# ---- reg_port_arbiter ----
reg_port_arbiter, I/O nets highlighted:
Scale: 4 px per um.
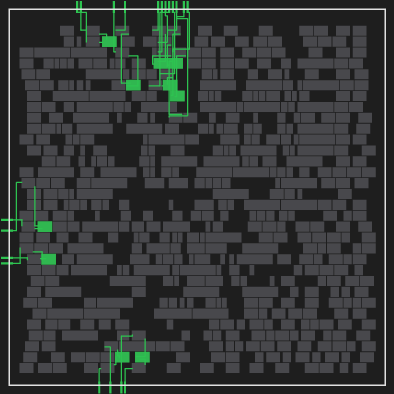

$ cat src/rtl/reg_port_arbiter.sv
// Purpose : round-robin arbiter sharing the register file between CPU (port 0) and NPU (port 1);
//           each grant runs one dual write or one quad read against the register file.
// Latency : 3 cycles per transaction (IDLE grant edge -> WRITE/READ -> DONE with ack pulse).
// Backpr. : requesters hold req_i until their ack_o; requests and fields are sampled only in IDLE.
// Ports   : clk_i/rst_i           clock, async active-high reset
//           req_i/we_i            per-requester request and op (1 = dual write, 0 = quad read)
//           waddr_i/wdata_i       {req1{a2,a1},req0{a2,a1}} write addresses / {.. {d2,d1}} data
//           raddr_i               {req1{a4..a1},req0{a4..a1}} read addresses
//           ack_o/rdata_o/busy_o  completion pulse, {d4..d1} read data on read ack, non-IDLE flag
//           en_w_reg_o, w_reg_addr_o, w_reg_data_o, r_reg_addr_o, r_reg_data_i  register file side
module reg_port_arbiter #(
  parameter int DATA_W = 8,
  parameter int ADDR_W = 5
) (
  input  logic                clk_i,
  input  logic                rst_i,
  input  logic [1:0]          req_i,
  input  logic [1:0]          we_i,
  input  logic [4*ADDR_W-1:0] waddr_i,
  input  logic [4*DATA_W-1:0] wdata_i,
  input  logic [8*ADDR_W-1:0] raddr_i,
  output logic [1:0]          ack_o,
  output logic [4*DATA_W-1:0] rdata_o,
  output logic                busy_o,
  output logic                en_w_reg_o,
  output logic [2*ADDR_W-1:0] w_reg_addr_o,
  output logic [2*DATA_W-1:0] w_reg_data_o,
  output logic [4*ADDR_W-1:0] r_reg_addr_o,
  input  logic [4*DATA_W-1:0] r_reg_data_i
);

  typedef enum logic [1:0] {
    S_IDLE  = 2'd0,
    S_WRITE = 2'd1,
    S_READ  = 2'd2,
    S_DONE  = 2'd3
  } state_t;

  state_t              r_state;
  logic                r_last_gnt;
  logic                r_sel;
  logic [1:0]          r_ack;
  logic                r_busy;
  logic                r_en_w;
  logic                r_rd_pass;
  logic [2*ADDR_W-1:0] r_w_addr;
  logic [2*DATA_W-1:0] r_w_data;
  logic [4*ADDR_W-1:0] r_r_addr;

  logic                w_any_req;
  logic                w_sel;
  logic                w_we;
  logic [2*ADDR_W-1:0] w_waddr;
  logic [2*DATA_W-1:0] w_wdata;
  logic [4*ADDR_W-1:0] w_raddr;

  // With both requesting, the one not granted last time wins; otherwise the sole requester.
  assign w_any_req = |req_i;
  assign w_sel     = (&req_i) ? ~r_last_gnt : req_i[1];
  assign w_we      = w_sel ? we_i[1] : we_i[0];
  assign w_waddr   = w_sel ? waddr_i[4*ADDR_W-1:2*ADDR_W] : waddr_i[2*ADDR_W-1:0];
  assign w_wdata   = w_sel ? wdata_i[4*DATA_W-1:2*DATA_W] : wdata_i[2*DATA_W-1:0];
  assign w_raddr   = w_sel ? raddr_i[8*ADDR_W-1:4*ADDR_W] : raddr_i[4*ADDR_W-1:0];

  // The output registers double as the latched transaction fields: they are loaded on the
  // grant edge and cleared when leaving the state that drives them.
  always_ff @(posedge clk_i or posedge rst_i) begin
    if (rst_i) begin
      r_state    <= S_IDLE;
      r_last_gnt <= 1'b1;
      r_sel      <= 1'b0;
      r_ack      <= 2'b00;
      r_busy     <= 1'b0;
      r_en_w     <= 1'b0;
      r_rd_pass  <= 1'b0;
      r_w_addr   <= '0;
      r_w_data   <= '0;
      r_r_addr   <= '0;
    end else begin
      case (r_state)
        S_IDLE: begin
          if (w_any_req) begin
            r_sel      <= w_sel;
            r_last_gnt <= w_sel;
            r_busy     <= 1'b1;
            if (w_we) begin
              r_state  <= S_WRITE;
              r_en_w   <= 1'b1;
              r_w_addr <= w_waddr;
              r_w_data <= w_wdata;
            end else begin
              r_state  <= S_READ;
              r_r_addr <= w_raddr;
            end
          end
        end
        S_WRITE: begin
          // Register file commits on this closing edge; a1==a2 leaves d2 in place.
          r_state  <= S_DONE;
          r_en_w   <= 1'b0;
          r_w_addr <= '0;
          r_w_data <= '0;
          r_ack    <= {r_sel, ~r_sel};
        end
        S_READ: begin
          // Register file captures its read data on this closing edge.
          r_state   <= S_DONE;
          r_r_addr  <= '0;
          r_rd_pass <= 1'b1;
          r_ack     <= {r_sel, ~r_sel};
        end
        S_DONE: begin
          r_state   <= S_IDLE;
          r_ack     <= 2'b00;
          r_rd_pass <= 1'b0;
          r_busy    <= 1'b0;
        end
        default: r_state <= S_IDLE;
      endcase
    end
  end

  assign ack_o        = r_ack;
  assign busy_o       = r_busy;
  assign en_w_reg_o   = r_en_w;
  assign w_reg_addr_o = r_w_addr;
  assign w_reg_data_o = r_w_data;
  assign r_reg_addr_o = r_r_addr;
  // Read data is passed straight through during the DONE cycle of a read only.
  assign rdata_o      = r_rd_pass ? r_reg_data_i : '0;

endmodule
$ cat config.mk
export PLATFORM = sky130hd
export DESIGN_NAME = reg_port_arbiter
export DESIGN_NICKNAME = d
export VERILOG_FILES = /design/src/rtl/reg_port_arbiter.sv
export SDC_FILE = /design/constraint.sdc
export NUM_CORES = 1
export LEC_CHECK = 0
export ABC_CLOCK_PERIOD_IN_PS = 3500
export CAP_MARGIN = 10
export CORE_MARGIN = 2
export CORE_UTILIZATION = 39
export CTS_CLUSTER_DIAMETER = 150
export CTS_CLUSTER_SIZE = 10
export DETAILED_ROUTE_END_ITERATION = 7
export MAX_ROUTING_LAYER = met4
export PLACE_DENSITY_LB_ADDON = 0.1
export SYNTH_ARGS = -nofsm -noshare
export SYNTH_HDL_FRONTEND = slang
export SYNTH_SLANG_ARGS = --single-unit
$ cat constraint.sdc
create_clock -name clk_i -period 3.5 [get_ports clk_i]
set_input_delay 0.525 -clock clk_i [delete_from_list [all_inputs] [get_ports clk_i]]
set_output_delay 0.525 -clock clk_i [all_outputs]
set_load 0.005 [all_outputs]
# ---- prio_enc_rr_reg ----
==> config.mk <==
export PLATFORM = sky130hd
export DESIGN_NAME = prio_enc_rr_reg
export DESIGN_NICKNAME = d
export VERILOG_FILES = /design/src/rtl/prio_pkg.sv /design/src/rtl/prio_enc_core.sv /design/src/rtl/prio_enc_rr_reg.sv
export SDC_FILE = /design/constraint.sdc
export NUM_CORES = 1
export LEC_CHECK = 0
export CAP_MARGIN = 20
export CORE_MARGIN = 2
export CORE_UTILIZATION = 50
export CTS_CLUSTER_SIZE = 16
export DETAILED_ROUTE_END_ITERATION = 6
export GPL_TIMING_DRIVEN = 0
export PLACE_DENSITY = 0.82
export SLEW_MARGIN = 0
export SYNTH_ARGS = -nofsm -noshare
export SYNTH_HDL_FRONTEND = slang
export SYNTH_HIERARCHICAL = 1
export SYNTH_SLANG_ARGS = --single-unit
==> constraint.sdc <==
create_clock -name clk -period 5.5 [get_ports clk]
set_input_delay 1.1 -clock clk [delete_from_list [all_inputs] [get_ports clk]]
set_output_delay 1.1 -clock clk [all_outputs]
set_load 0.05 [all_outputs]
==> src/rtl/prio_pkg.sv <==
// Shared definitions for the registered priority encoder / round-robin arbiter.
// Latency: n/a (constants and elaboration-time helpers only).
// Backpressure: n/a.
//
// Contents:
//   MODE_FIXED / MODE_RR  encoding of the mode input
//   clog2()               index width helper used to derive W from N
package prio_pkg;

  localparam logic MODE_FIXED = 1'b0;
  localparam logic MODE_RR    = 1'b1;

  // Smallest r with 2**r >= n; callers guarantee n >= 2 so r >= 1.
  function automatic int clog2(input int n);
    int r;
    r = 0;
    while ((1 << r) < n) begin
      r = r + 1;
    end
    return r;
  endfunction

endpackage

==> src/rtl/prio_enc_core.sv <==
// Combinational wrapped priority encoder: first set bit searching downward from start.
// Latency: 0 cycles (pure combinational).
// Backpressure: none; the caller decides when the result is captured.
//
// Ports:
//   req    in  N  request vector
//   start  in  W  first index examined; search goes start, start-1, ..., 0, N-1, ..., start+1
//   found  out 1  at least one request bit is set
//   idx    out W  granted index, 0 when nothing is found
module prio_enc_core
  import prio_pkg::*;
#(
  parameter int N = 8,
  parameter int W = clog2(N)
) (
  input  logic [N-1:0] req,
  input  logic [W-1:0] start,
  output logic         found,
  output logic [W-1:0] idx
);

  // One extra bit so (a + start + 1) never overflows before the mod-N fold;
  // both operands are < N <= 2**W, so the sum is < 2**(W+1).
  localparam logic [W:0] N_EXT = (W+1)'(N);

  logic [N-1:0] rot;
  logic [W:0]   src;
  logic [W-1:0] enc;
  logic [W:0]   sum;

  // rot[j] = req[(j + start + 1) mod N], so rot[N-1] is req[start] and a plain
  // MSB-first scan of rot walks req in the wrapped descending order.
  always_comb begin
    rot = '0;
    src = '0;
    for (int j = 0; j < N; j++) begin
      src = (W+1)'(j) + {1'b0, start} + (W+1)'(1);
      if (src >= N_EXT) begin
        src = src - N_EXT;
      end
      rot[j] = req[src[W-1:0]];
    end
  end

  // Fixed MSB-first encode of the rotated vector (later iterations override).
  always_comb begin
    enc = '0;
    for (int j = 0; j < N; j++) begin
      if (rot[j]) begin
        enc = W'(j);
      end
    end
  end

  // Undo the rotation: original index = (enc + start + 1) mod N.
  always_comb begin
    found = |req;
    sum   = {1'b0, enc} + {1'b0, start} + (W+1)'(1);
    if (sum >= N_EXT) begin
      sum = sum - N_EXT;
    end
    idx = found ? sum[W-1:0] : '0;
  end

endmodule

==> src/rtl/prio_enc_rr_reg.sv <==
// Registered N-to-log2(N) priority encoder/arbiter, fixed (highest index) or round-robin.
// Latency: 1 cycle from req to out_idx/out_valid.
// Backpressure: while out_valid && !out_ready the outputs and pointer hold and req is ignored.
//
// Ports:
//   clk        in  1  clock, rising edge
//   rst_n      in  1  asynchronous active-low reset
//   mode       in  1  MODE_FIXED (highest index wins) or MODE_RR (round-robin)
//   req        in  N  request vector, sampled on every load cycle
//   out_ready  in  1  consumer takes out_idx when out_valid && out_ready
//   out_valid  out 1  out_idx holds a granted index
//   out_idx    out W  granted index, 0 whenever out_valid is 0
module prio_enc_rr_reg
  import prio_pkg::*;
#(
  parameter  int N = 8,
  localparam int W = clog2(N)
) (
  input  logic         clk,
  input  logic         rst_n,
  input  logic         mode,
  input  logic [N-1:0] req,
  input  logic         out_ready,
  output logic         out_valid,
  output logic [W-1:0] out_idx
);

  localparam logic [W-1:0] IDX_MAX = W'(N-1);

  logic [W-1:0] ptr;
  logic [W-1:0] ptr_acc;
  logic [W-1:0] rr_start;
  logic [W-1:0] start;
  logic         accept;
  logic         load;
  logic         found;
  logic [W-1:0] enc_idx;

  assign accept = out_valid && out_ready;
  assign load   = !out_valid || out_ready;

  // Pointer value implied by the index being accepted right now. Feeding it
  // straight into the search start lets back-to-back grants rotate without
  // waiting a cycle for ptr to catch up.
  assign ptr_acc  = (out_idx == '0) ? IDX_MAX : out_idx - W'(1);
  assign rr_start = accept ? ptr_acc : ptr;
  assign start    = (mode == MODE_RR) ? rr_start : IDX_MAX;

  prio_enc_core #(
    .N (N),
    .W (W)
  ) u_core (
    .req   (req),
    .start (start),
    .found (found),
    .idx   (enc_idx)
  );

  always_ff @(posedge clk or negedge rst_n) begin
    if (!rst_n) begin
      out_valid <= 1'b0;
      out_idx   <= '0;
      ptr       <= IDX_MAX;
    end else begin
      // ptr only advances in round-robin mode; a mode flip leaves it intact.
      if (accept && (mode == MODE_RR)) begin
        ptr <= ptr_acc;
      end
      if (load) begin
        out_valid <= found;
        out_idx   <= enc_idx;
      end
    end
  end

endmodule
# ---- mem_port_arbiter ----
### config.mk
export PLATFORM = sky130hd
export DESIGN_NAME = mem_port_arbiter
export DESIGN_NICKNAME = d
export VERILOG_FILES = /design/src/rtl/mem_port_arbiter_pkg.sv /design/src/rtl/mem_port_arbiter.sv
export SDC_FILE = /design/constraint.sdc
export NUM_CORES = 1
export LEC_CHECK = 0
export ABC_AREA = 1
export CORE_MARGIN = 2
export CORE_UTILIZATION = 35
export DETAILED_ROUTE_END_ITERATION = 6
export PLACE_DENSITY_LB_ADDON = 0.05
export RECOVER_POWER = 25
export SYNTH_ARGS = -nofsm -noshare
export SYNTH_HDL_FRONTEND = slang
export SYNTH_SLANG_ARGS = --single-unit
### constraint.sdc
create_clock -name i_clk -period 1.55 [get_ports i_clk]
set_input_delay 0.31 -clock i_clk [delete_from_list [all_inputs] [get_ports i_clk]]
set_output_delay 0.31 -clock i_clk [all_outputs]
set_load 0.005 [all_outputs]
### src/rtl/mem_port_arbiter_pkg.sv
// Shared types for the memory-port arbiter.
// Holds FSM state enum, bus owner enum and the byte-enable width.
`ifndef XLEN
`define XLEN 32
`endif

package mem_port_arbiter_pkg;

   localparam int BE_W = 4;

   typedef enum logic [1:0] {
      ST_IDLE,
      ST_ADDR,
      ST_DATA
   } state_e;

   typedef enum logic {
      OWN_IF,
      OWN_DM
   } owner_e;

endpackage

### src/rtl/mem_port_arbiter.sv
// Single-port memory bus arbiter between fetch (IF) and data (DM).
// Ports: i_clk/i_rst_n; IF req/addr/flush -> rvalid/rdata/stall;
// DM req/we/addr/wdata/be -> rvalid/rdata/stall; bus req/we/addr/
// wdata/be out, gnt/rvalid/rdata in. One outstanding transaction.
`ifndef XLEN
`define XLEN 32
`endif

module mem_port_arbiter
   import mem_port_arbiter_pkg::*;
(
   input  logic              i_clk,
   input  logic              i_rst_n,
   input  logic              i_if_req,
   input  logic [`XLEN-1:0]  i_if_addr,
   input  logic              i_flush,
   input  logic              i_dm_req,
   input  logic              i_dm_we,
   input  logic [`XLEN-1:0]  i_dm_addr,
   input  logic [`XLEN-1:0]  i_dm_wdata,
   input  logic [BE_W-1:0]   i_dm_be,
   output logic              o_if_rvalid,
   output logic [`XLEN-1:0]  o_if_rdata,
   output logic              o_dm_rvalid,
   output logic [`XLEN-1:0]  o_dm_rdata,
   output logic              o_if_stall,
   output logic              o_dm_stall,
   output logic              o_bus_req,
   output logic              o_bus_we,
   output logic [`XLEN-1:0]  o_bus_addr,
   output logic [`XLEN-1:0]  o_bus_wdata,
   output logic [BE_W-1:0]   o_bus_be,
   input  logic              i_bus_gnt,
   input  logic              i_bus_rvalid,
   input  logic [`XLEN-1:0]  i_bus_rdata
);

   state_e             r_state;
   state_e             w_state_nxt;
   owner_e             r_owner;
   owner_e             w_owner_nxt;
   logic               r_drop;
   logic               w_drop_nxt;
   logic               r_we;
   logic               w_we_nxt;
   logic [`XLEN-1:0]   r_addr;
   logic [`XLEN-1:0]   w_addr_nxt;
   logic [`XLEN-1:0]   r_wdata;
   logic [`XLEN-1:0]   w_wdata_nxt;
   logic [BE_W-1:0]    r_be;
   logic [BE_W-1:0]    w_be_nxt;
   logic               w_if_flush;
   logic               w_resp;

   always_ff @(posedge i_clk or negedge i_rst_n) begin
      if (!i_rst_n) begin
         r_state <= ST_IDLE;
         r_owner <= OWN_IF;
         r_drop  <= 1'b0;
         r_we    <= 1'b0;
         r_addr  <= '0;
         r_wdata <= '0;
         r_be    <= '0;
      end else begin
         r_state <= w_state_nxt;
         r_owner <= w_owner_nxt;
         r_drop  <= w_drop_nxt;
         r_we    <= w_we_nxt;
         r_addr  <= w_addr_nxt;
         r_wdata <= w_wdata_nxt;
         r_be    <= w_be_nxt;
      end
   end

   // A flush only concerns a fetch; data accesses are never dropped.
   assign w_if_flush = i_flush & (r_owner == OWN_IF);

   always_comb begin
      w_state_nxt = r_state;
      w_owner_nxt = r_owner;
      w_drop_nxt  = r_drop;
      w_we_nxt    = r_we;
      w_addr_nxt  = r_addr;
      w_wdata_nxt = r_wdata;
      w_be_nxt    = r_be;
      unique case (r_state)
         ST_IDLE: begin
            w_drop_nxt = 1'b0;
            if (i_dm_req) begin
               w_owner_nxt = OWN_DM;
               w_we_nxt    = i_dm_we;
               w_addr_nxt  = i_dm_addr;
               w_wdata_nxt = i_dm_wdata;
               w_be_nxt    = i_dm_be;
               w_state_nxt = ST_ADDR;
            end else if (i_if_req && !i_flush) begin
               w_owner_nxt = OWN_IF;
               w_we_nxt    = 1'b0;
               w_addr_nxt  = i_if_addr;
               w_wdata_nxt = '0;
               w_be_nxt    = {BE_W{1'b1}};
               w_state_nxt = ST_ADDR;
            end
         end
         ST_ADDR: begin
            if (w_if_flush) w_drop_nxt = 1'b1;
            if (i_bus_gnt) w_state_nxt = ST_DATA;
         end
         ST_DATA: begin
            if (w_if_flush) w_drop_nxt = 1'b1;
            if (i_bus_rvalid) begin
               w_state_nxt = ST_IDLE;
               w_drop_nxt  = 1'b0;
            end
         end
         default: begin
            w_state_nxt = ST_IDLE;
            w_drop_nxt  = 1'b0;
         end
      endcase
   end

   assign o_bus_req   = (r_state == ST_ADDR);
   assign o_bus_we    = r_we;
   assign o_bus_addr  = r_addr;
   assign o_bus_wdata = r_wdata;
   assign o_bus_be    = r_be;

   assign w_resp = (r_state == ST_DATA) & i_bus_rvalid;

   // A flush landing in the same cycle as the response also kills it,
   // since the flag would only be visible a cycle too late.
   assign o_dm_rvalid = w_resp & (r_owner == OWN_DM);
   assign o_if_rvalid = w_resp & (r_owner == OWN_IF)
                      & ~r_drop & ~i_flush;
   assign o_if_rdata  = i_bus_rdata;
   assign o_dm_rdata  = i_bus_rdata;

   assign o_if_stall = i_if_req & ~o_if_rvalid;
   assign o_dm_stall = i_dm_req & ~o_dm_rvalid;

endmodule

reg_port_arbiter, signal wires by layer:
Scale: 4 px per um.
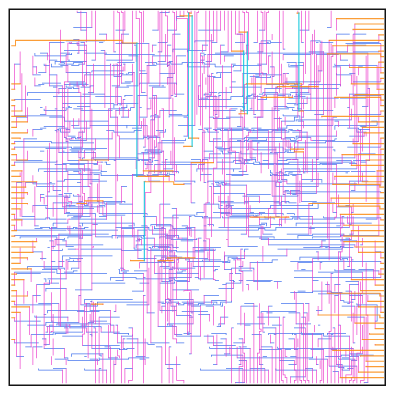
legend:
  magenta:
    layer: M2
    wire_length: 4940 um
  orange:
    layer: M3
    wire_length: 708 um
  blue:
    layer: M1
    wire_length: 4190 um
  cyan:
    layer: M4
    wire_length: 177 um

About 'I/O nets highlighted' of reg_port_arbiter:
legend:
  green:
    port: waddr_i
    bits: 20
    direction: input
    edge: 12 top, 4 bottom, 4 left
    end_cells: 10
    buffers: 20
    wire: 368 um
PortBufs: 211
num ports: 212

==> impl_metrics.csv, reg_port_arbiter <==
group,metric,value,unit
clocking,cts_root_buf,"clkbuf_8",
yosys,syn_area_per_cell,9.66,um2
yosys,synth-async-reset-ratio,1.00,
status,status,"finished clean",
power_and_ir_drop,p_comb,1.95,mW
yosys,synth_seq_share,0.440,
worst_setup_path,max_stage_delay,0.67,ns
yosys,syn_area,3130,um2
die,fp_util,0.403,
worst_hold_path,whs_path_depth,1,
worst_setup_path,r2r-end,"r_reg_addr_o[17]$_DFFE_PP0P_",
yosys,ys_area,3130,um2
global_route,grtUsageMet3,0.0338,
route,route.met2.wl,4940,um
clocking,clockBufferDepth,2,
yosys,ys_sh_mux,0.147,
worst_setup_path,endpoint,"r_reg_addr_o[17]$_DFFE_PP0P_",
final_layout,lay_top_count,"clkdlybuf4s50_1",
power_and_ir_drop,powerClk,0.375,mW
route,drt-pass1-iter-count,4,
clocking,cts_tree,"built",
power_and_ir_drop,combPwrFrac,0.557,
final_layout,lay_top_cells,"clkdlybuf4s50_1, dfrtp_1, mux2i_1",
final_layout,flops,55,
mem_port_arbiter, congestion heat map:
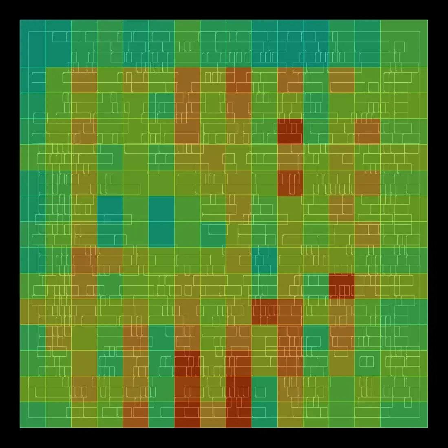
GRT busiest layer: met2
per-cell routed wire length: 14.1 um
Final Core Density: 0.548
GRT Total Usage: 0.180

mem_port_arbiter, signal wires by layer:
Scale: 3 px per um.
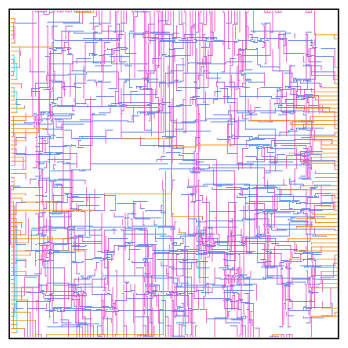
legend:
  cyan:
    layer: M4
    wire_length: 207 um
  blue:
    layer: M1
    wire_length: 4390 um
  orange:
    layer: M3
    wire_length: 881 um
  magenta:
    layer: M2
    wire_length: 5620 um

==> impl_metrics.csv, mem_port_arbiter <==
group,metric,value,unit
status,status,"finished with violations",
status,violations,"setup timing",
route,top_layer,"met4",
route,drt_wl_total,11100,um
global_route,overflow,0,
global_route,met2_usage,0.321,
final_layout,inv_count,14,
timing,relSlewSlack,0.464,
yosys,most_common_cell,"nand2_1",
clocking,clockBufferDepth,2,
worst_setup_path,crit_arrival,1.33,ns
yosys,syn_area,3880,um2
placed_design,placedInstanceArea,5500,um2
final_layout,clk_share,0.0331,
final_layout,nets,786,
timing,rsz0062_at_grt,"true",
yosys,yosysWarningCount,0,
power_and_ir_drop,max-vdd-ir-drop,613,uV
yosys,topCombFamilyByArea,"simple AND/OR/NAND/NOR gates",
yosys,top_cells_by_area,"dfrtp_1, nand2_1, buf_4",
worst_setup_path,max_stage_delay,0.42,ns
yosys,ys_ff,73,
power_and_ir_drop,switching_share,0.346,
route,via_count,3496,
timing,setup_viol,4,
worst_setup_path,reg2reg_depth,9,
clocking,clock_latency,0.34,ns
yosys,synth-async-reset-ratio,1.00,
die,num_rows,38,
worst_hold_path,hp-start,"o_bus_addr[21]$_DFFE_PN0P_",
worst_setup_path,r2r_slack,0.14,ns
final_layout,lay_top_cells,"nand2_1, clkdlybuf4s50_1, dfrtp_1",
final_layout,clkbuf_count,10,
final_layout,final.fill_count,1024,
yosys,synth_seq_share,0.471,
yosys,ys_types,22,
yosys,simple_gate_share,0.327,
placed_design,hpwlAfterDp,8180,um
clocking,cts_tree,"built",
placed_design,place.gp.congestion,0.739,
die,die-height,109,um
global_route,met1_usage,0.202,
timing,period_used_share,1.06,
power_and_ir_drop,seq_power_share,0.351,
final_layout,finalNonFillerCells,788,
placed_design,port_buffers,181,
worst_hold_path,whs_path_depth,2,
worst_hold_path,hp-class,"register to register",
timing,slew_viol_final,0,
route,viasPerCell,4.44,
final_layout,buffers,217,
worst_setup_path,worstPathRequired,1.24,ns
timing,setup_slack,-0.0909,ns
clocking,cts_resized,55,
timing,finalClockSkew,0.00633,ns
yosys,largest_area_cell,"dfrtp_1",
yosys,syn_area_per_cell,7.71,um2
power_and_ir_drop,pwr.group.sequential,3.20,mW
power_and_ir_drop,power-per-cell-area,1530,nW/um2
global_route,grt_max_degree,34,
die,die_x,109,um
global_route,grt_pass1_vias,3380,
route,route.met3.wl,880,um
worst_setup_path,cp-start-kind,"register",
worst_setup_path,endpoint,"o_bus_req",
final_layout,seqCellArea,1830,um2
prio_enc_rr_reg, I/O nets highlighted:
Scale: 8 px per um.
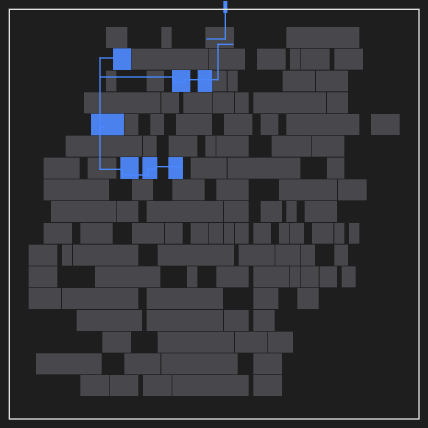
legend:
  blue:
    port: mode
    bits: 1
    direction: input
    edge: top
    end_cells: 7
    buffers: 1
    wire: 55.8 um

prio_enc_rr_reg, congestion heat map:
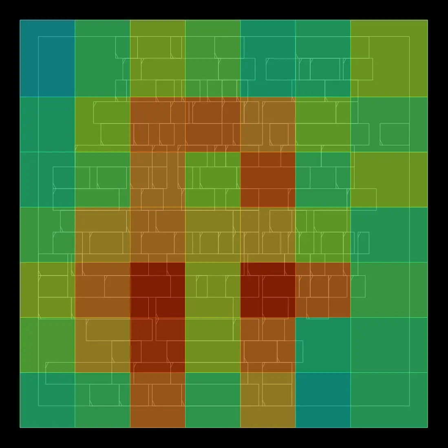
met1 Usage GRT: 0.297
Final Core Density: 0.616

==> impl_metrics.csv, prio_enc_rr_reg <==
group,metric,value,unit
status,status,"finished clean",
clocking,clkTransAtPathRegs,0.05,ns
die,core,2150,um2
clocking,cts_resized,0,
route,via_count,937,
worst_hold_path,holdPathEnd,"ptr[0]$_DFFE_PN1P_",
worst_setup_path,r2r-end,"out_idx[2]$_DFFE_PN0P_",
final_layout,syn_to_final_growth,19.6,%
final_layout,mi_logic_area,851,um2
final_layout,n_antenna_cell,0,
die,num_rows,17,
worst_hold_path,whs_path_depth,1,
power_and_ir_drop,p_comb,0.423,mW
die,die_x,51.0,um
route,viasPerCell,6.55,
timing,hold_slack,0.523,ns
yosys,most_common_cell,"mux4_1",
final_layout,top_area_cell_class,"combinational gates",
die,fp_util,0.515,
yosys,ys_ff,7,
route,drt_iter0_drc,22,
yosys,topCombFamilyByArea,"multiplexers",
final_layout,inv_count,7,
final_layout,reg_top3,"out_idx x3, ptr x3, out_valid x1",
route,top_layer,"met4",
worst_setup_path,reg2reg_depth,19,
worst_setup_path,cp_num_cells,18,
worst_hold_path,hp-start,"out_idx[0]$_DFFE_PN0P_",
power_and_ir_drop,total_power,0.566,mW
final_layout,sh_comb_area,0.643,
power_and_ir_drop,power-per-cell-area,428,nW/um2
route,drc,0,
yosys,synth-edff-count,0,
power_and_ir_drop,seq_power_share,0.166,
worst_setup_path,end_kind,"register",
worst_setup_path,cpLargestDelayFamily,"buffers and inverters",
worst_setup_path,crit_type,"input pin to register",
die,ios,16,
placed_design,hpwlAfterDp,1860,um
final_layout,final.fill_count,182,

==> layout pictures side by side <==
I/O pins on the die edge.
shot_01.png
Scale: 6 px per um. Pins as bars across the die edge, other pins in gray.
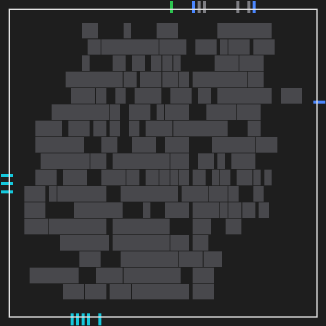
shot_02.png
Scale: 3 px per um. Pins as bars across the die edge, other pins in gray.
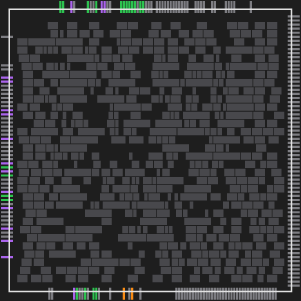
shot_03.png
Scale: 2 px per um. Pins as bars across the die edge, other pins in gray.
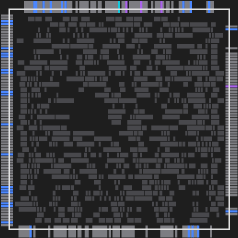
- shot_03.png = mem_port_arbiter
- shot_02.png = reg_port_arbiter
- shot_01.png = prio_enc_rr_reg
Of these, largest die: shot_03.png
Of these, smallest die: shot_01.png


# ---- riscv_soft_load_scoreboard ----
riscv_soft_load_scoreboard, I/O nets highlighted:
Scale: 3 px per um.
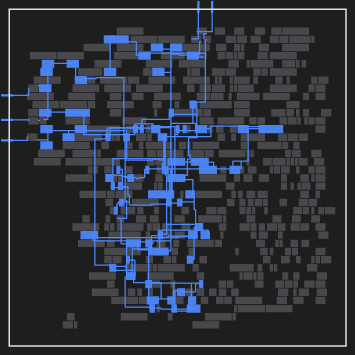

<file path="src/rtl/riscv_soft_load_scoreboard.sv">
// riscv_soft_load_scoreboard: in-order load scoreboard tracking in-flight load destinations
// for RAW/WAW stalls, response bypass and register-file writeback steering.
module riscv_soft_load_scoreboard #(
  parameter int MAX_LOADS    = 4,
  parameter int REG_ADDR_LEN = 5
) (
  input  logic                             clk,
  input  logic                             reset,
  input  logic                             issue_valid,
  input  logic                             issue_kill,
  input  logic                             issue_is_load,
  input  logic                             issue_is_store,
  input  logic                             issue_wr_reg,
  input  logic [REG_ADDR_LEN-1:0]          issue_rd,
  input  logic [REG_ADDR_LEN-1:0]          issue_rs1,
  input  logic [REG_ADDR_LEN-1:0]          issue_rs2,
  input  logic                             issue_uses_rs1,
  input  logic                             issue_uses_rs2,
  input  logic                             d_cache_req_ready,
  output logic                             d_cache_req_valid,
  input  logic                             d_cache_resp_valid,
  output logic [REG_ADDR_LEN-1:0]          resp_rd,
  output logic                             resp_wr_reg,
  output logic                             fwd_rs1_resp,
  output logic                             fwd_rs2_resp,
  output logic                             stall_EX,
  output logic [$clog2(MAX_LOADS+1)-1:0]   outstanding,
  output logic                             resp_err
);
  localparam int NUM_REGS = 2**REG_ADDR_LEN;
  localparam int PW = $clog2(MAX_LOADS);
  localparam int CW = $clog2(MAX_LOADS+1);
  logic [REG_ADDR_LEN-1:0] r_fifo_rd [MAX_LOADS];
  logic [MAX_LOADS-1:0]    r_fifo_wr;
  logic [PW-1:0]           r_rd_ptr;
  logic [PW-1:0]           r_wr_ptr;
  logic [CW-1:0]           r_count;
  logic [NUM_REGS-1:0]     r_pending;
  logic                    r_resp_err;
  logic                    w_active;
  logic                    w_any;
  logic                    w_pop;
  logic [REG_ADDR_LEN-1:0] w_head_rd;
  logic                    w_head_wr;
  logic [NUM_REGS-1:0]     w_clear;
  logic [NUM_REGS-1:0]     w_set;
  logic [NUM_REGS-1:0]     w_eff;
  logic                    w_raw;
  logic                    w_waw;
  logic                    w_full;
  logic                    w_fire;
  assign w_active  = issue_valid && !issue_kill;
  assign w_any     = r_count != '0;
  assign w_pop     = d_cache_resp_valid && w_any;
  assign w_head_rd = r_fifo_rd[r_rd_ptr];
  assign w_head_wr = r_fifo_wr[r_rd_ptr];
  // The retiring load's destination is released this cycle, so its consumers bypass instead of stalling.
  assign w_clear   = (w_pop && w_head_wr) ? NUM_REGS'(1) << w_head_rd : '0;
  assign w_eff     = r_pending & ~w_clear;
  assign w_raw     = w_active && ((issue_uses_rs1 && issue_rs1 != '0 && w_eff[issue_rs1]) ||
                                  (issue_uses_rs2 && issue_rs2 != '0 && w_eff[issue_rs2]));
  assign w_waw     = w_active && issue_wr_reg && issue_rd != '0 && w_eff[issue_rd];
  assign w_full    = (r_count == CW'(MAX_LOADS)) && !w_pop;
  assign d_cache_req_valid = w_active && (issue_is_load || issue_is_store) && !w_raw && !w_waw &&
                             !(issue_is_load && w_full);
  assign stall_EX  = w_raw || w_waw || (w_active && issue_is_load && w_full) ||
                     (d_cache_req_valid && !d_cache_req_ready);
  assign w_fire    = d_cache_req_valid && d_cache_req_ready && issue_is_load;
  assign w_set     = (w_fire && issue_wr_reg && issue_rd != '0) ? NUM_REGS'(1) << issue_rd : '0;
  assign resp_rd      = w_any ? w_head_rd : '0;
  assign resp_wr_reg  = w_any && w_head_wr;
  assign fwd_rs1_resp = w_pop && w_head_wr && issue_uses_rs1 && issue_rs1 == w_head_rd && issue_rs1 != '0;
  assign fwd_rs2_resp = w_pop && w_head_wr && issue_uses_rs2 && issue_rs2 == w_head_rd && issue_rs2 != '0;
  assign outstanding  = r_count;
  assign resp_err     = r_resp_err;
  // Pointers wrap naturally because MAX_LOADS is a power of two.
  always_ff @(posedge clk or posedge reset)
    if (reset) begin
      for (int i = 0; i < MAX_LOADS; i++) r_fifo_rd[i] <= '0;
      r_fifo_wr  <= '0;
      r_rd_ptr   <= '0;
      r_wr_ptr   <= '0;
      r_count    <= '0;
      r_pending  <= '0;
      r_resp_err <= 1'b0;
    end else begin
      if (w_fire) begin
        r_fifo_rd[r_wr_ptr] <= issue_rd;
        r_fifo_wr[r_wr_ptr] <= issue_wr_reg && issue_rd != '0;
        r_wr_ptr            <= r_wr_ptr + PW'(1);
      end
      if (w_pop) r_rd_ptr <= r_rd_ptr + PW'(1);
      r_count    <= r_count + CW'(w_fire) - CW'(w_pop);
      r_pending  <= w_eff | w_set;
      r_resp_err <= r_resp_err || (d_cache_resp_valid && !w_any);
    end
endmodule

</file>
<file path="config.mk">
export PLATFORM = sky130hd
export DESIGN_NAME = riscv_soft_load_scoreboard
export DESIGN_NICKNAME = d
export VERILOG_FILES = /design/src/rtl/riscv_soft_load_scoreboard.sv
export SDC_FILE = /design/constraint.sdc
export NUM_CORES = 1
export LEC_CHECK = 0
export ABC_AREA = 0
export CAP_MARGIN = 20
export CORE_MARGIN = 3
export CORE_UTILIZATION = 41
export CTS_BUF_LIST = sky130_fd_sc_hd__clkbuf_4
export DETAILED_ROUTE_END_ITERATION = 8
export REMOVE_ABC_BUFFERS = 1
export SKIP_LAST_GASP = 1
export SLEW_MARGIN = 20
export SYNTH_ARGS = -nofsm -noshare
export SYNTH_HDL_FRONTEND = slang
export SYNTH_SLANG_ARGS = --single-unit
</file>
<file path="constraint.sdc">
create_clock -name clk -period 7.8 [get_ports clk]
set_input_delay 1.17 -clock clk [delete_from_list [all_inputs] [get_ports clk]]
set_output_delay 1.17 -clock clk [all_outputs]
set_load 0.02 [all_outputs]
</file>
# ---- dram_cmd_scheduler ----
## src/rtl/dram_cmd_scheduler.sv

```systemverilog
// dram_cmd_scheduler
//   In-order DRAM command scheduler. Takes the request at the head of the
//   queue, decodes it into bank group / bank / row / column, tracks the open
//   row of each of the 16 banks and issues the PRE/ACT/RD/WR sequence while
//   honouring tRCD, tRP, tRAS, CL and CWL. One request is in flight at a time.
//
//   Build option: define CLOSE_PAGE_EN to precharge the target bank after
//   every access (close-page policy). Undefined: open-page policy.
//
//   Ports:
//     clk          command clock
//     rst_n        synchronous active-low reset
//     req_valid    queue head holds a valid request
//     req_opcode   0 read, 1 write, 2 fetch (read), 3 invalid
//     req_address  byte address of the head request
//     req_pop      one-cycle pulse, queue removes its head
//     cmd_valid    one cycle per issued command
//     cmd          0 NOP, 1 ACT, 2 RD, 3 WR, 4 PRE
//     cmd_bg/cmd_bank/cmd_row/cmd_col  command address fields
//     busy         FSM not in IDLE
//
//   state     | meaning
//   ----------+-----------------------------------------------------------
//   IDLE      | wait for req_valid, latch the decoded request
//   CHECK     | classify hit / miss / conflict / invalid, hold for tRAS
//   DROP      | pop an invalid request without issuing a command
//   PRE       | issue PRE to the target bank
//   PRE_WAIT  | tRP wait (close-page: pop when it expires)
//   ACT       | issue ACT, record the open row
//   ACT_WAIT  | tRCD wait
//   CAS       | issue RD or WR
//   DATA_WAIT | CL/CWL + burst wait (close-page: then precharge)
module dram_cmd_scheduler #(
  parameter int ADDRESS_WIDTH = 33,
  parameter int T_RCD         = 24,
  parameter int T_RP          = 24,
  parameter int T_RAS         = 52,
  parameter int T_CL          = 24,
  parameter int T_CWL         = 20,
  parameter int T_BURST       = 4
) (
  input  logic                     clk,
  input  logic                     rst_n,
  input  logic                     req_valid,
  input  logic [1:0]               req_opcode,
  input  logic [ADDRESS_WIDTH-1:0] req_address,
  output logic                     req_pop,
  output logic                     cmd_valid,
  output logic [2:0]               cmd,
  output logic [1:0]               cmd_bg,
  output logic [1:0]               cmd_bank,
  output logic [14:0]              cmd_row,
  output logic [9:0]               cmd_col,
  output logic                     busy
);

  localparam int T_M0   = (T_RCD > T_RP)  ? T_RCD : T_RP;
  localparam int T_M1   = (T_M0  > T_RAS) ? T_M0  : T_RAS;
  localparam int T_M2   = (T_M1  > T_CL)  ? T_M1  : T_CL;
  localparam int T_M3   = (T_M2  > T_CWL) ? T_M2  : T_CWL;
  localparam int TW     = $clog2(T_M3 + T_BURST + 1);

  localparam logic [2:0] CMD_NOP = 3'd0;
  localparam logic [2:0] CMD_ACT = 3'd1;
  localparam logic [2:0] CMD_RD  = 3'd2;
  localparam logic [2:0] CMD_WR  = 3'd3;
  localparam logic [2:0] CMD_PRE = 3'd4;

  // Down-counter loads: the wait state is entered one cycle after the command,
  // and the exit (or pop) happens on the terminal-count cycle.
`ifdef CLOSE_PAGE_EN
  localparam logic [TW-1:0] LD_RP = TW'(T_RP - 1);
  localparam logic [TW-1:0] LD_RD = TW'(T_CL + T_BURST - 2);
  localparam logic [TW-1:0] LD_WR = TW'(T_CWL + T_BURST - 2);
`else
  localparam logic [TW-1:0] LD_RP = TW'(T_RP - 2);
  localparam logic [TW-1:0] LD_RD = TW'(T_CL + T_BURST - 1);
  localparam logic [TW-1:0] LD_WR = TW'(T_CWL + T_BURST - 1);
`endif
  localparam logic [TW-1:0] LD_RCD  = TW'(T_RCD - 2);
  localparam logic [TW-1:0] RAS_SAT = TW'(T_RAS);
  // ras counter reads k-1 on the k-th cycle after ACT; a PRE decided now
  // lands next cycle, so it is legal once the counter reaches T_RAS-2.
  localparam logic [TW-1:0] RAS_OK  = TW'(T_RAS - 2);

  typedef enum logic [3:0] {
    S_IDLE, S_CHECK, S_DROP, S_PRE, S_PRE_WAIT,
    S_ACT, S_ACT_WAIT, S_CAS, S_DATA_WAIT
  } state_t;

  state_t          state, state_d;
  logic [TW-1:0]   tmr, tmr_d;
  logic [1:0]      op_q;
  logic [1:0]      bg_q, bank_q;
  logic [14:0]     row_q;
  logic [9:0]      col_q;
  logic [15:0]     open_vld;
  logic [14:0]     open_row [16];
  logic [TW-1:0]   ras_cnt  [16];
  logic [3:0]      idx;
  logic            ras_ok;
  logic            addr_unused;

  assign addr_unused = ^req_address[3:0];
  assign idx         = {bg_q, bank_q};
  assign ras_ok      = (ras_cnt[idx] >= RAS_OK);

  assign cmd_bg   = bg_q;
  assign cmd_bank = bank_q;
  assign cmd_row  = row_q;
  assign cmd_col  = col_q;
  assign busy     = (state != S_IDLE);

  always_ff @(posedge clk) begin
    if (!rst_n) begin
      state  <= S_IDLE;
      tmr    <= '0;
      op_q   <= '0;
      bg_q   <= '0;
      bank_q <= '0;
      row_q  <= '0;
      col_q  <= '0;
    end else begin
      state <= state_d;
      tmr   <= tmr_d;
      if (state == S_IDLE && req_valid) begin
        op_q   <= req_opcode;
        bg_q   <= req_address[5:4];
        bank_q <= req_address[7:6];
        row_q  <= req_address[32:18];
        col_q  <= req_address[17:8];
      end
    end
  end

  always_ff @(posedge clk) begin
    if (!rst_n) begin
      open_vld <= '0;
      for (int i = 0; i < 16; i++) begin
        open_row[i] <= '0;
        ras_cnt[i]  <= RAS_SAT;
      end
    end else begin
      for (int i = 0; i < 16; i++) begin
        if (state == S_ACT && idx == 4'(i))
          ras_cnt[i] <= '0;
        else if (ras_cnt[i] < RAS_SAT)
          ras_cnt[i] <= ras_cnt[i] + 1'b1;
      end
      if (state == S_ACT) begin
        open_vld[idx] <= 1'b1;
        open_row[idx] <= row_q;
      end else if (state == S_PRE) begin
        open_vld[idx] <= 1'b0;
      end
    end
  end

  always_comb begin
    state_d   = state;
    tmr_d     = (tmr != '0) ? tmr - 1'b1 : tmr;
    req_pop   = 1'b0;
    cmd_valid = 1'b0;
    cmd       = CMD_NOP;
    case (state)
      S_IDLE:
        if (req_valid) state_d = S_CHECK;
      S_CHECK:
        if (op_q == 2'd3)                                   state_d = S_DROP;
        else if (open_vld[idx] && open_row[idx] == row_q)   state_d = S_CAS;
        else if (!open_vld[idx])                            state_d = S_ACT;
        else if (ras_ok)                                    state_d = S_PRE;
      S_DROP: begin
        req_pop = 1'b1;
        state_d = S_IDLE;
      end
      S_PRE: begin
        cmd_valid = 1'b1;
        cmd       = CMD_PRE;
        tmr_d     = LD_RP;
        state_d   = S_PRE_WAIT;
      end
      S_PRE_WAIT:
        if (tmr == '0) begin
`ifdef CLOSE_PAGE_EN
          req_pop = 1'b1;
          state_d = S_IDLE;
`else
          state_d = S_ACT;
`endif
        end
      S_ACT: begin
        cmd_valid = 1'b1;
        cmd       = CMD_ACT;
        tmr_d     = LD_RCD;
        state_d   = S_ACT_WAIT;
      end
      S_ACT_WAIT:
        if (tmr == '0) state_d = S_CAS;
      S_CAS: begin
        cmd_valid = 1'b1;
        cmd       = (op_q == 2'd1) ? CMD_WR : CMD_RD;
        tmr_d     = (op_q == 2'd1) ? LD_WR : LD_RD;
        state_d   = S_DATA_WAIT;
      end
      S_DATA_WAIT:
        if (tmr == '0) begin
`ifdef CLOSE_PAGE_EN
          // Timer sits at zero while tRAS is still pending.
          if (ras_ok) state_d = S_PRE;
`else
          req_pop = 1'b1;
          state_d = S_IDLE;
`endif
        end
      default: state_d = S_IDLE;
    endcase
  end

endmodule

```

## config.mk

```make
export PLATFORM = sky130hd
export DESIGN_NAME = dram_cmd_scheduler
export DESIGN_NICKNAME = d
export VERILOG_FILES = /design/src/rtl/dram_cmd_scheduler.sv
export SDC_FILE = /design/constraint.sdc
export NUM_CORES = 1
export LEC_CHECK = 0
export ABC_AREA = 1
export ABC_CLOCK_PERIOD_IN_PS = 7000
export CORE_ASPECT_RATIO = 1.2
export CORE_MARGIN = 1
export CORE_UTILIZATION = 60
export DETAILED_ROUTE_END_ITERATION = 12
export PLACE_DENSITY = 0.86
export REMOVE_ABC_BUFFERS = 1
export SLEW_MARGIN = 10
export SYNTH_ARGS = -nofsm -noshare
export SYNTH_HDL_FRONTEND = slang
export SYNTH_SLANG_ARGS = --single-unit
```

## constraint.sdc

```tcl
create_clock -name clk -period 7 [get_ports clk]
set_input_delay 1.4 -clock clk [delete_from_list [all_inputs] [get_ports clk]]
set_output_delay 1.4 -clock clk [all_outputs]
set_load 0.03 [all_outputs]
```

dram_cmd_scheduler, I/O nets highlighted:
Scale: 2 px per um.
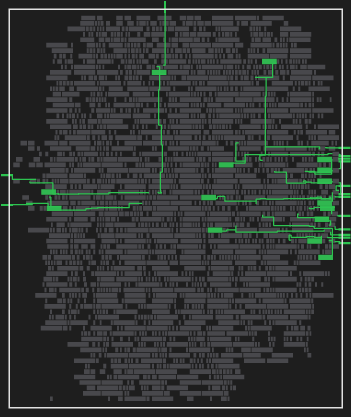
legend:
  green:
    port: cmd_row
    bits: 15
    direction: output
    edge: 12 right, 2 left, 1 top
    end_cells: 15
    buffers: 15
    wire: 811 um
num ports: 73
PortBufs: 68

==> impl_metrics.csv, dram_cmd_scheduler <==
group,metric,value,unit
clocking,clock_latency,0.54,ns
route,drt-met1-wl,17800,um
power_and_ir_drop,power-per-cell-area,344,nW/um2
status,status,"finished with violations",
worst_setup_path,crit_chain,"buf_2 -> clkinv_1 -> buf_4 -> nor2_8 -> inv_2 -> nor2_1 -> inv_2 -> nand2_1 -> nor2_1 -> nor2_1 -> nand2_1",
worst_setup_path,end_kind,"register",
yosys,ys_types,42,
final_layout,final.fill_count,2179,
yosys,yosysWarningCount,0,
die,fp_util,0.612,
worst_setup_path,reg2reg_depth,18,
yosys,ys_sh_mux,0,
route,drc,3,
timing,slew_viol_final,0,
global_route,grt_pass1_vias,15700,
timing,worstMarginPinSlew,1.13,ns
status,violations,"DRC",
yosys,simple_gate_share,0.243,
riscv_soft_load_scoreboard, signal wires by layer:
Scale: 3 px per um.
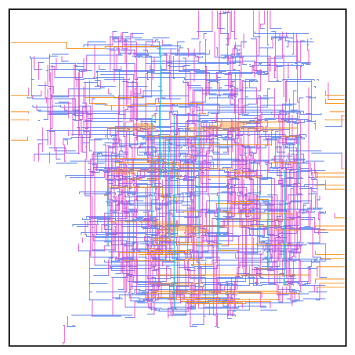
legend:
  cyan:
    layer: M4
    wire_length: 422 um
  blue:
    layer: M1
    wire_length: 6240 um
  orange:
    layer: M3
    wire_length: 1330 um
  magenta:
    layer: M2
    wire_length: 6110 um
DRT Wirelength: 14100 um
DR vias: 4001
GRT Total Usage: 0.231
per-cell routed wire length: 22.9 um

Notes on 'I/O nets highlighted' of riscv_soft_load_scoreboard above:
legend:
  blue:
    port: issue_rd
    bits: 5
    direction: input
    edge: 3 left, 2 top
    end_cells: 81
    buffers: 9
    wire: 1280 um
PortBufs: 39
num ports: 40

==> impl_metrics.csv, riscv_soft_load_scoreboard <==
group,metric,value,unit
yosys,synthAdderAreaFrac,0.0207,
final_layout,sh_comb_area,0.529,
worst_setup_path,reg2reg_depth,15,
worst_setup_path,crit_buf_inv,1,
power_and_ir_drop,power.switching,0.561,mW
global_route,antenna_found_initial,0,
flow_run,openroad.warnings,28,
final_layout,inv_count,15,
worst_setup_path,r2r_slack,1.99,ns
power_and_ir_drop,power-per-cell-area,264,nW/um2
clocking,numCtsBuffers,9,
final_layout,clk_share,0.0356,
final_layout,syn_to_final_growth,13.3,%
die,fp_util,0.433,
power_and_ir_drop,power.group.top,"combinational logic",
route,route.met3.wl,1330,um
global_route,overflow,0,
yosys,syn_area,4590,um2
route,top_layer,"met4",
yosys,yosysWarningCount,0,
worst_setup_path,end_kind,"output port",
die,n_tap_cell,136,
worst_setup_path,crit_arrival,5.23,ns
yosys,ys_sh_mux,0.146,
power_and_ir_drop,clkPwrFrac,0.217,
die,die_area,12500,um2
yosys,synth-async-reset-ratio,1.00,
die,core,10600,um2
final_layout,top_area_cell_class,"combinational gates",
timing,period_minus_slack,6.40,ns
clocking,cts_tree,"built",
worst_hold_path,whs_path_depth,1,
yosys,ys_area,4590,um2
yosys,synth_seq_share,0.349,
status,status,"finished clean",
clocking,cts_setup_buffers,0,
power_and_ir_drop,combPwrFrac,0.441,
yosys,ys_top_cells_by_count,"dfrtp_1, nand2_1, o31ai_1",
worst_setup_path,worstPathRequired,6.63,ns
clocking,cts_resized,0,
worst_setup_path,cp-start-kind,"register",
worst_setup_path,r2r-end,"outstanding[2]$_DFF_PP0_",
worst_hold_path,hp-start,"resp_err$_DFF_PP0_",
yosys,synth-compound-area-share,0.198,
placed_design,place_inst,600,
yosys,most_common_cell,"dfrtp_1",
final_layout,seq_area_frac,0.308,
final_layout,finalNonFillerCells,616,


==> notes/layouts.md <==
Pictures saved along the way, in no particular order.

Congestion heat map.
image #1
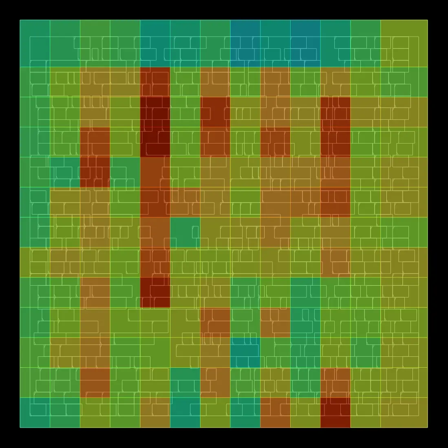
image #2
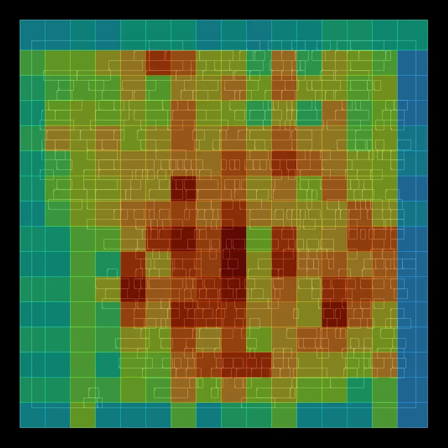
image #3
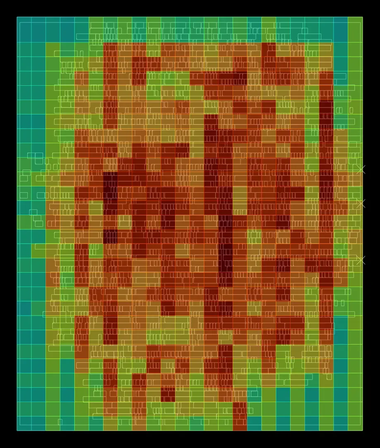
- highest track usage: image #3
- lowest utilization: image #2
- dram_cmd_scheduler = image #3
- reg_port_arbiter = image #1
- riscv_soft_load_scoreboard = image #2

Power and IR drop assume default switching activity.
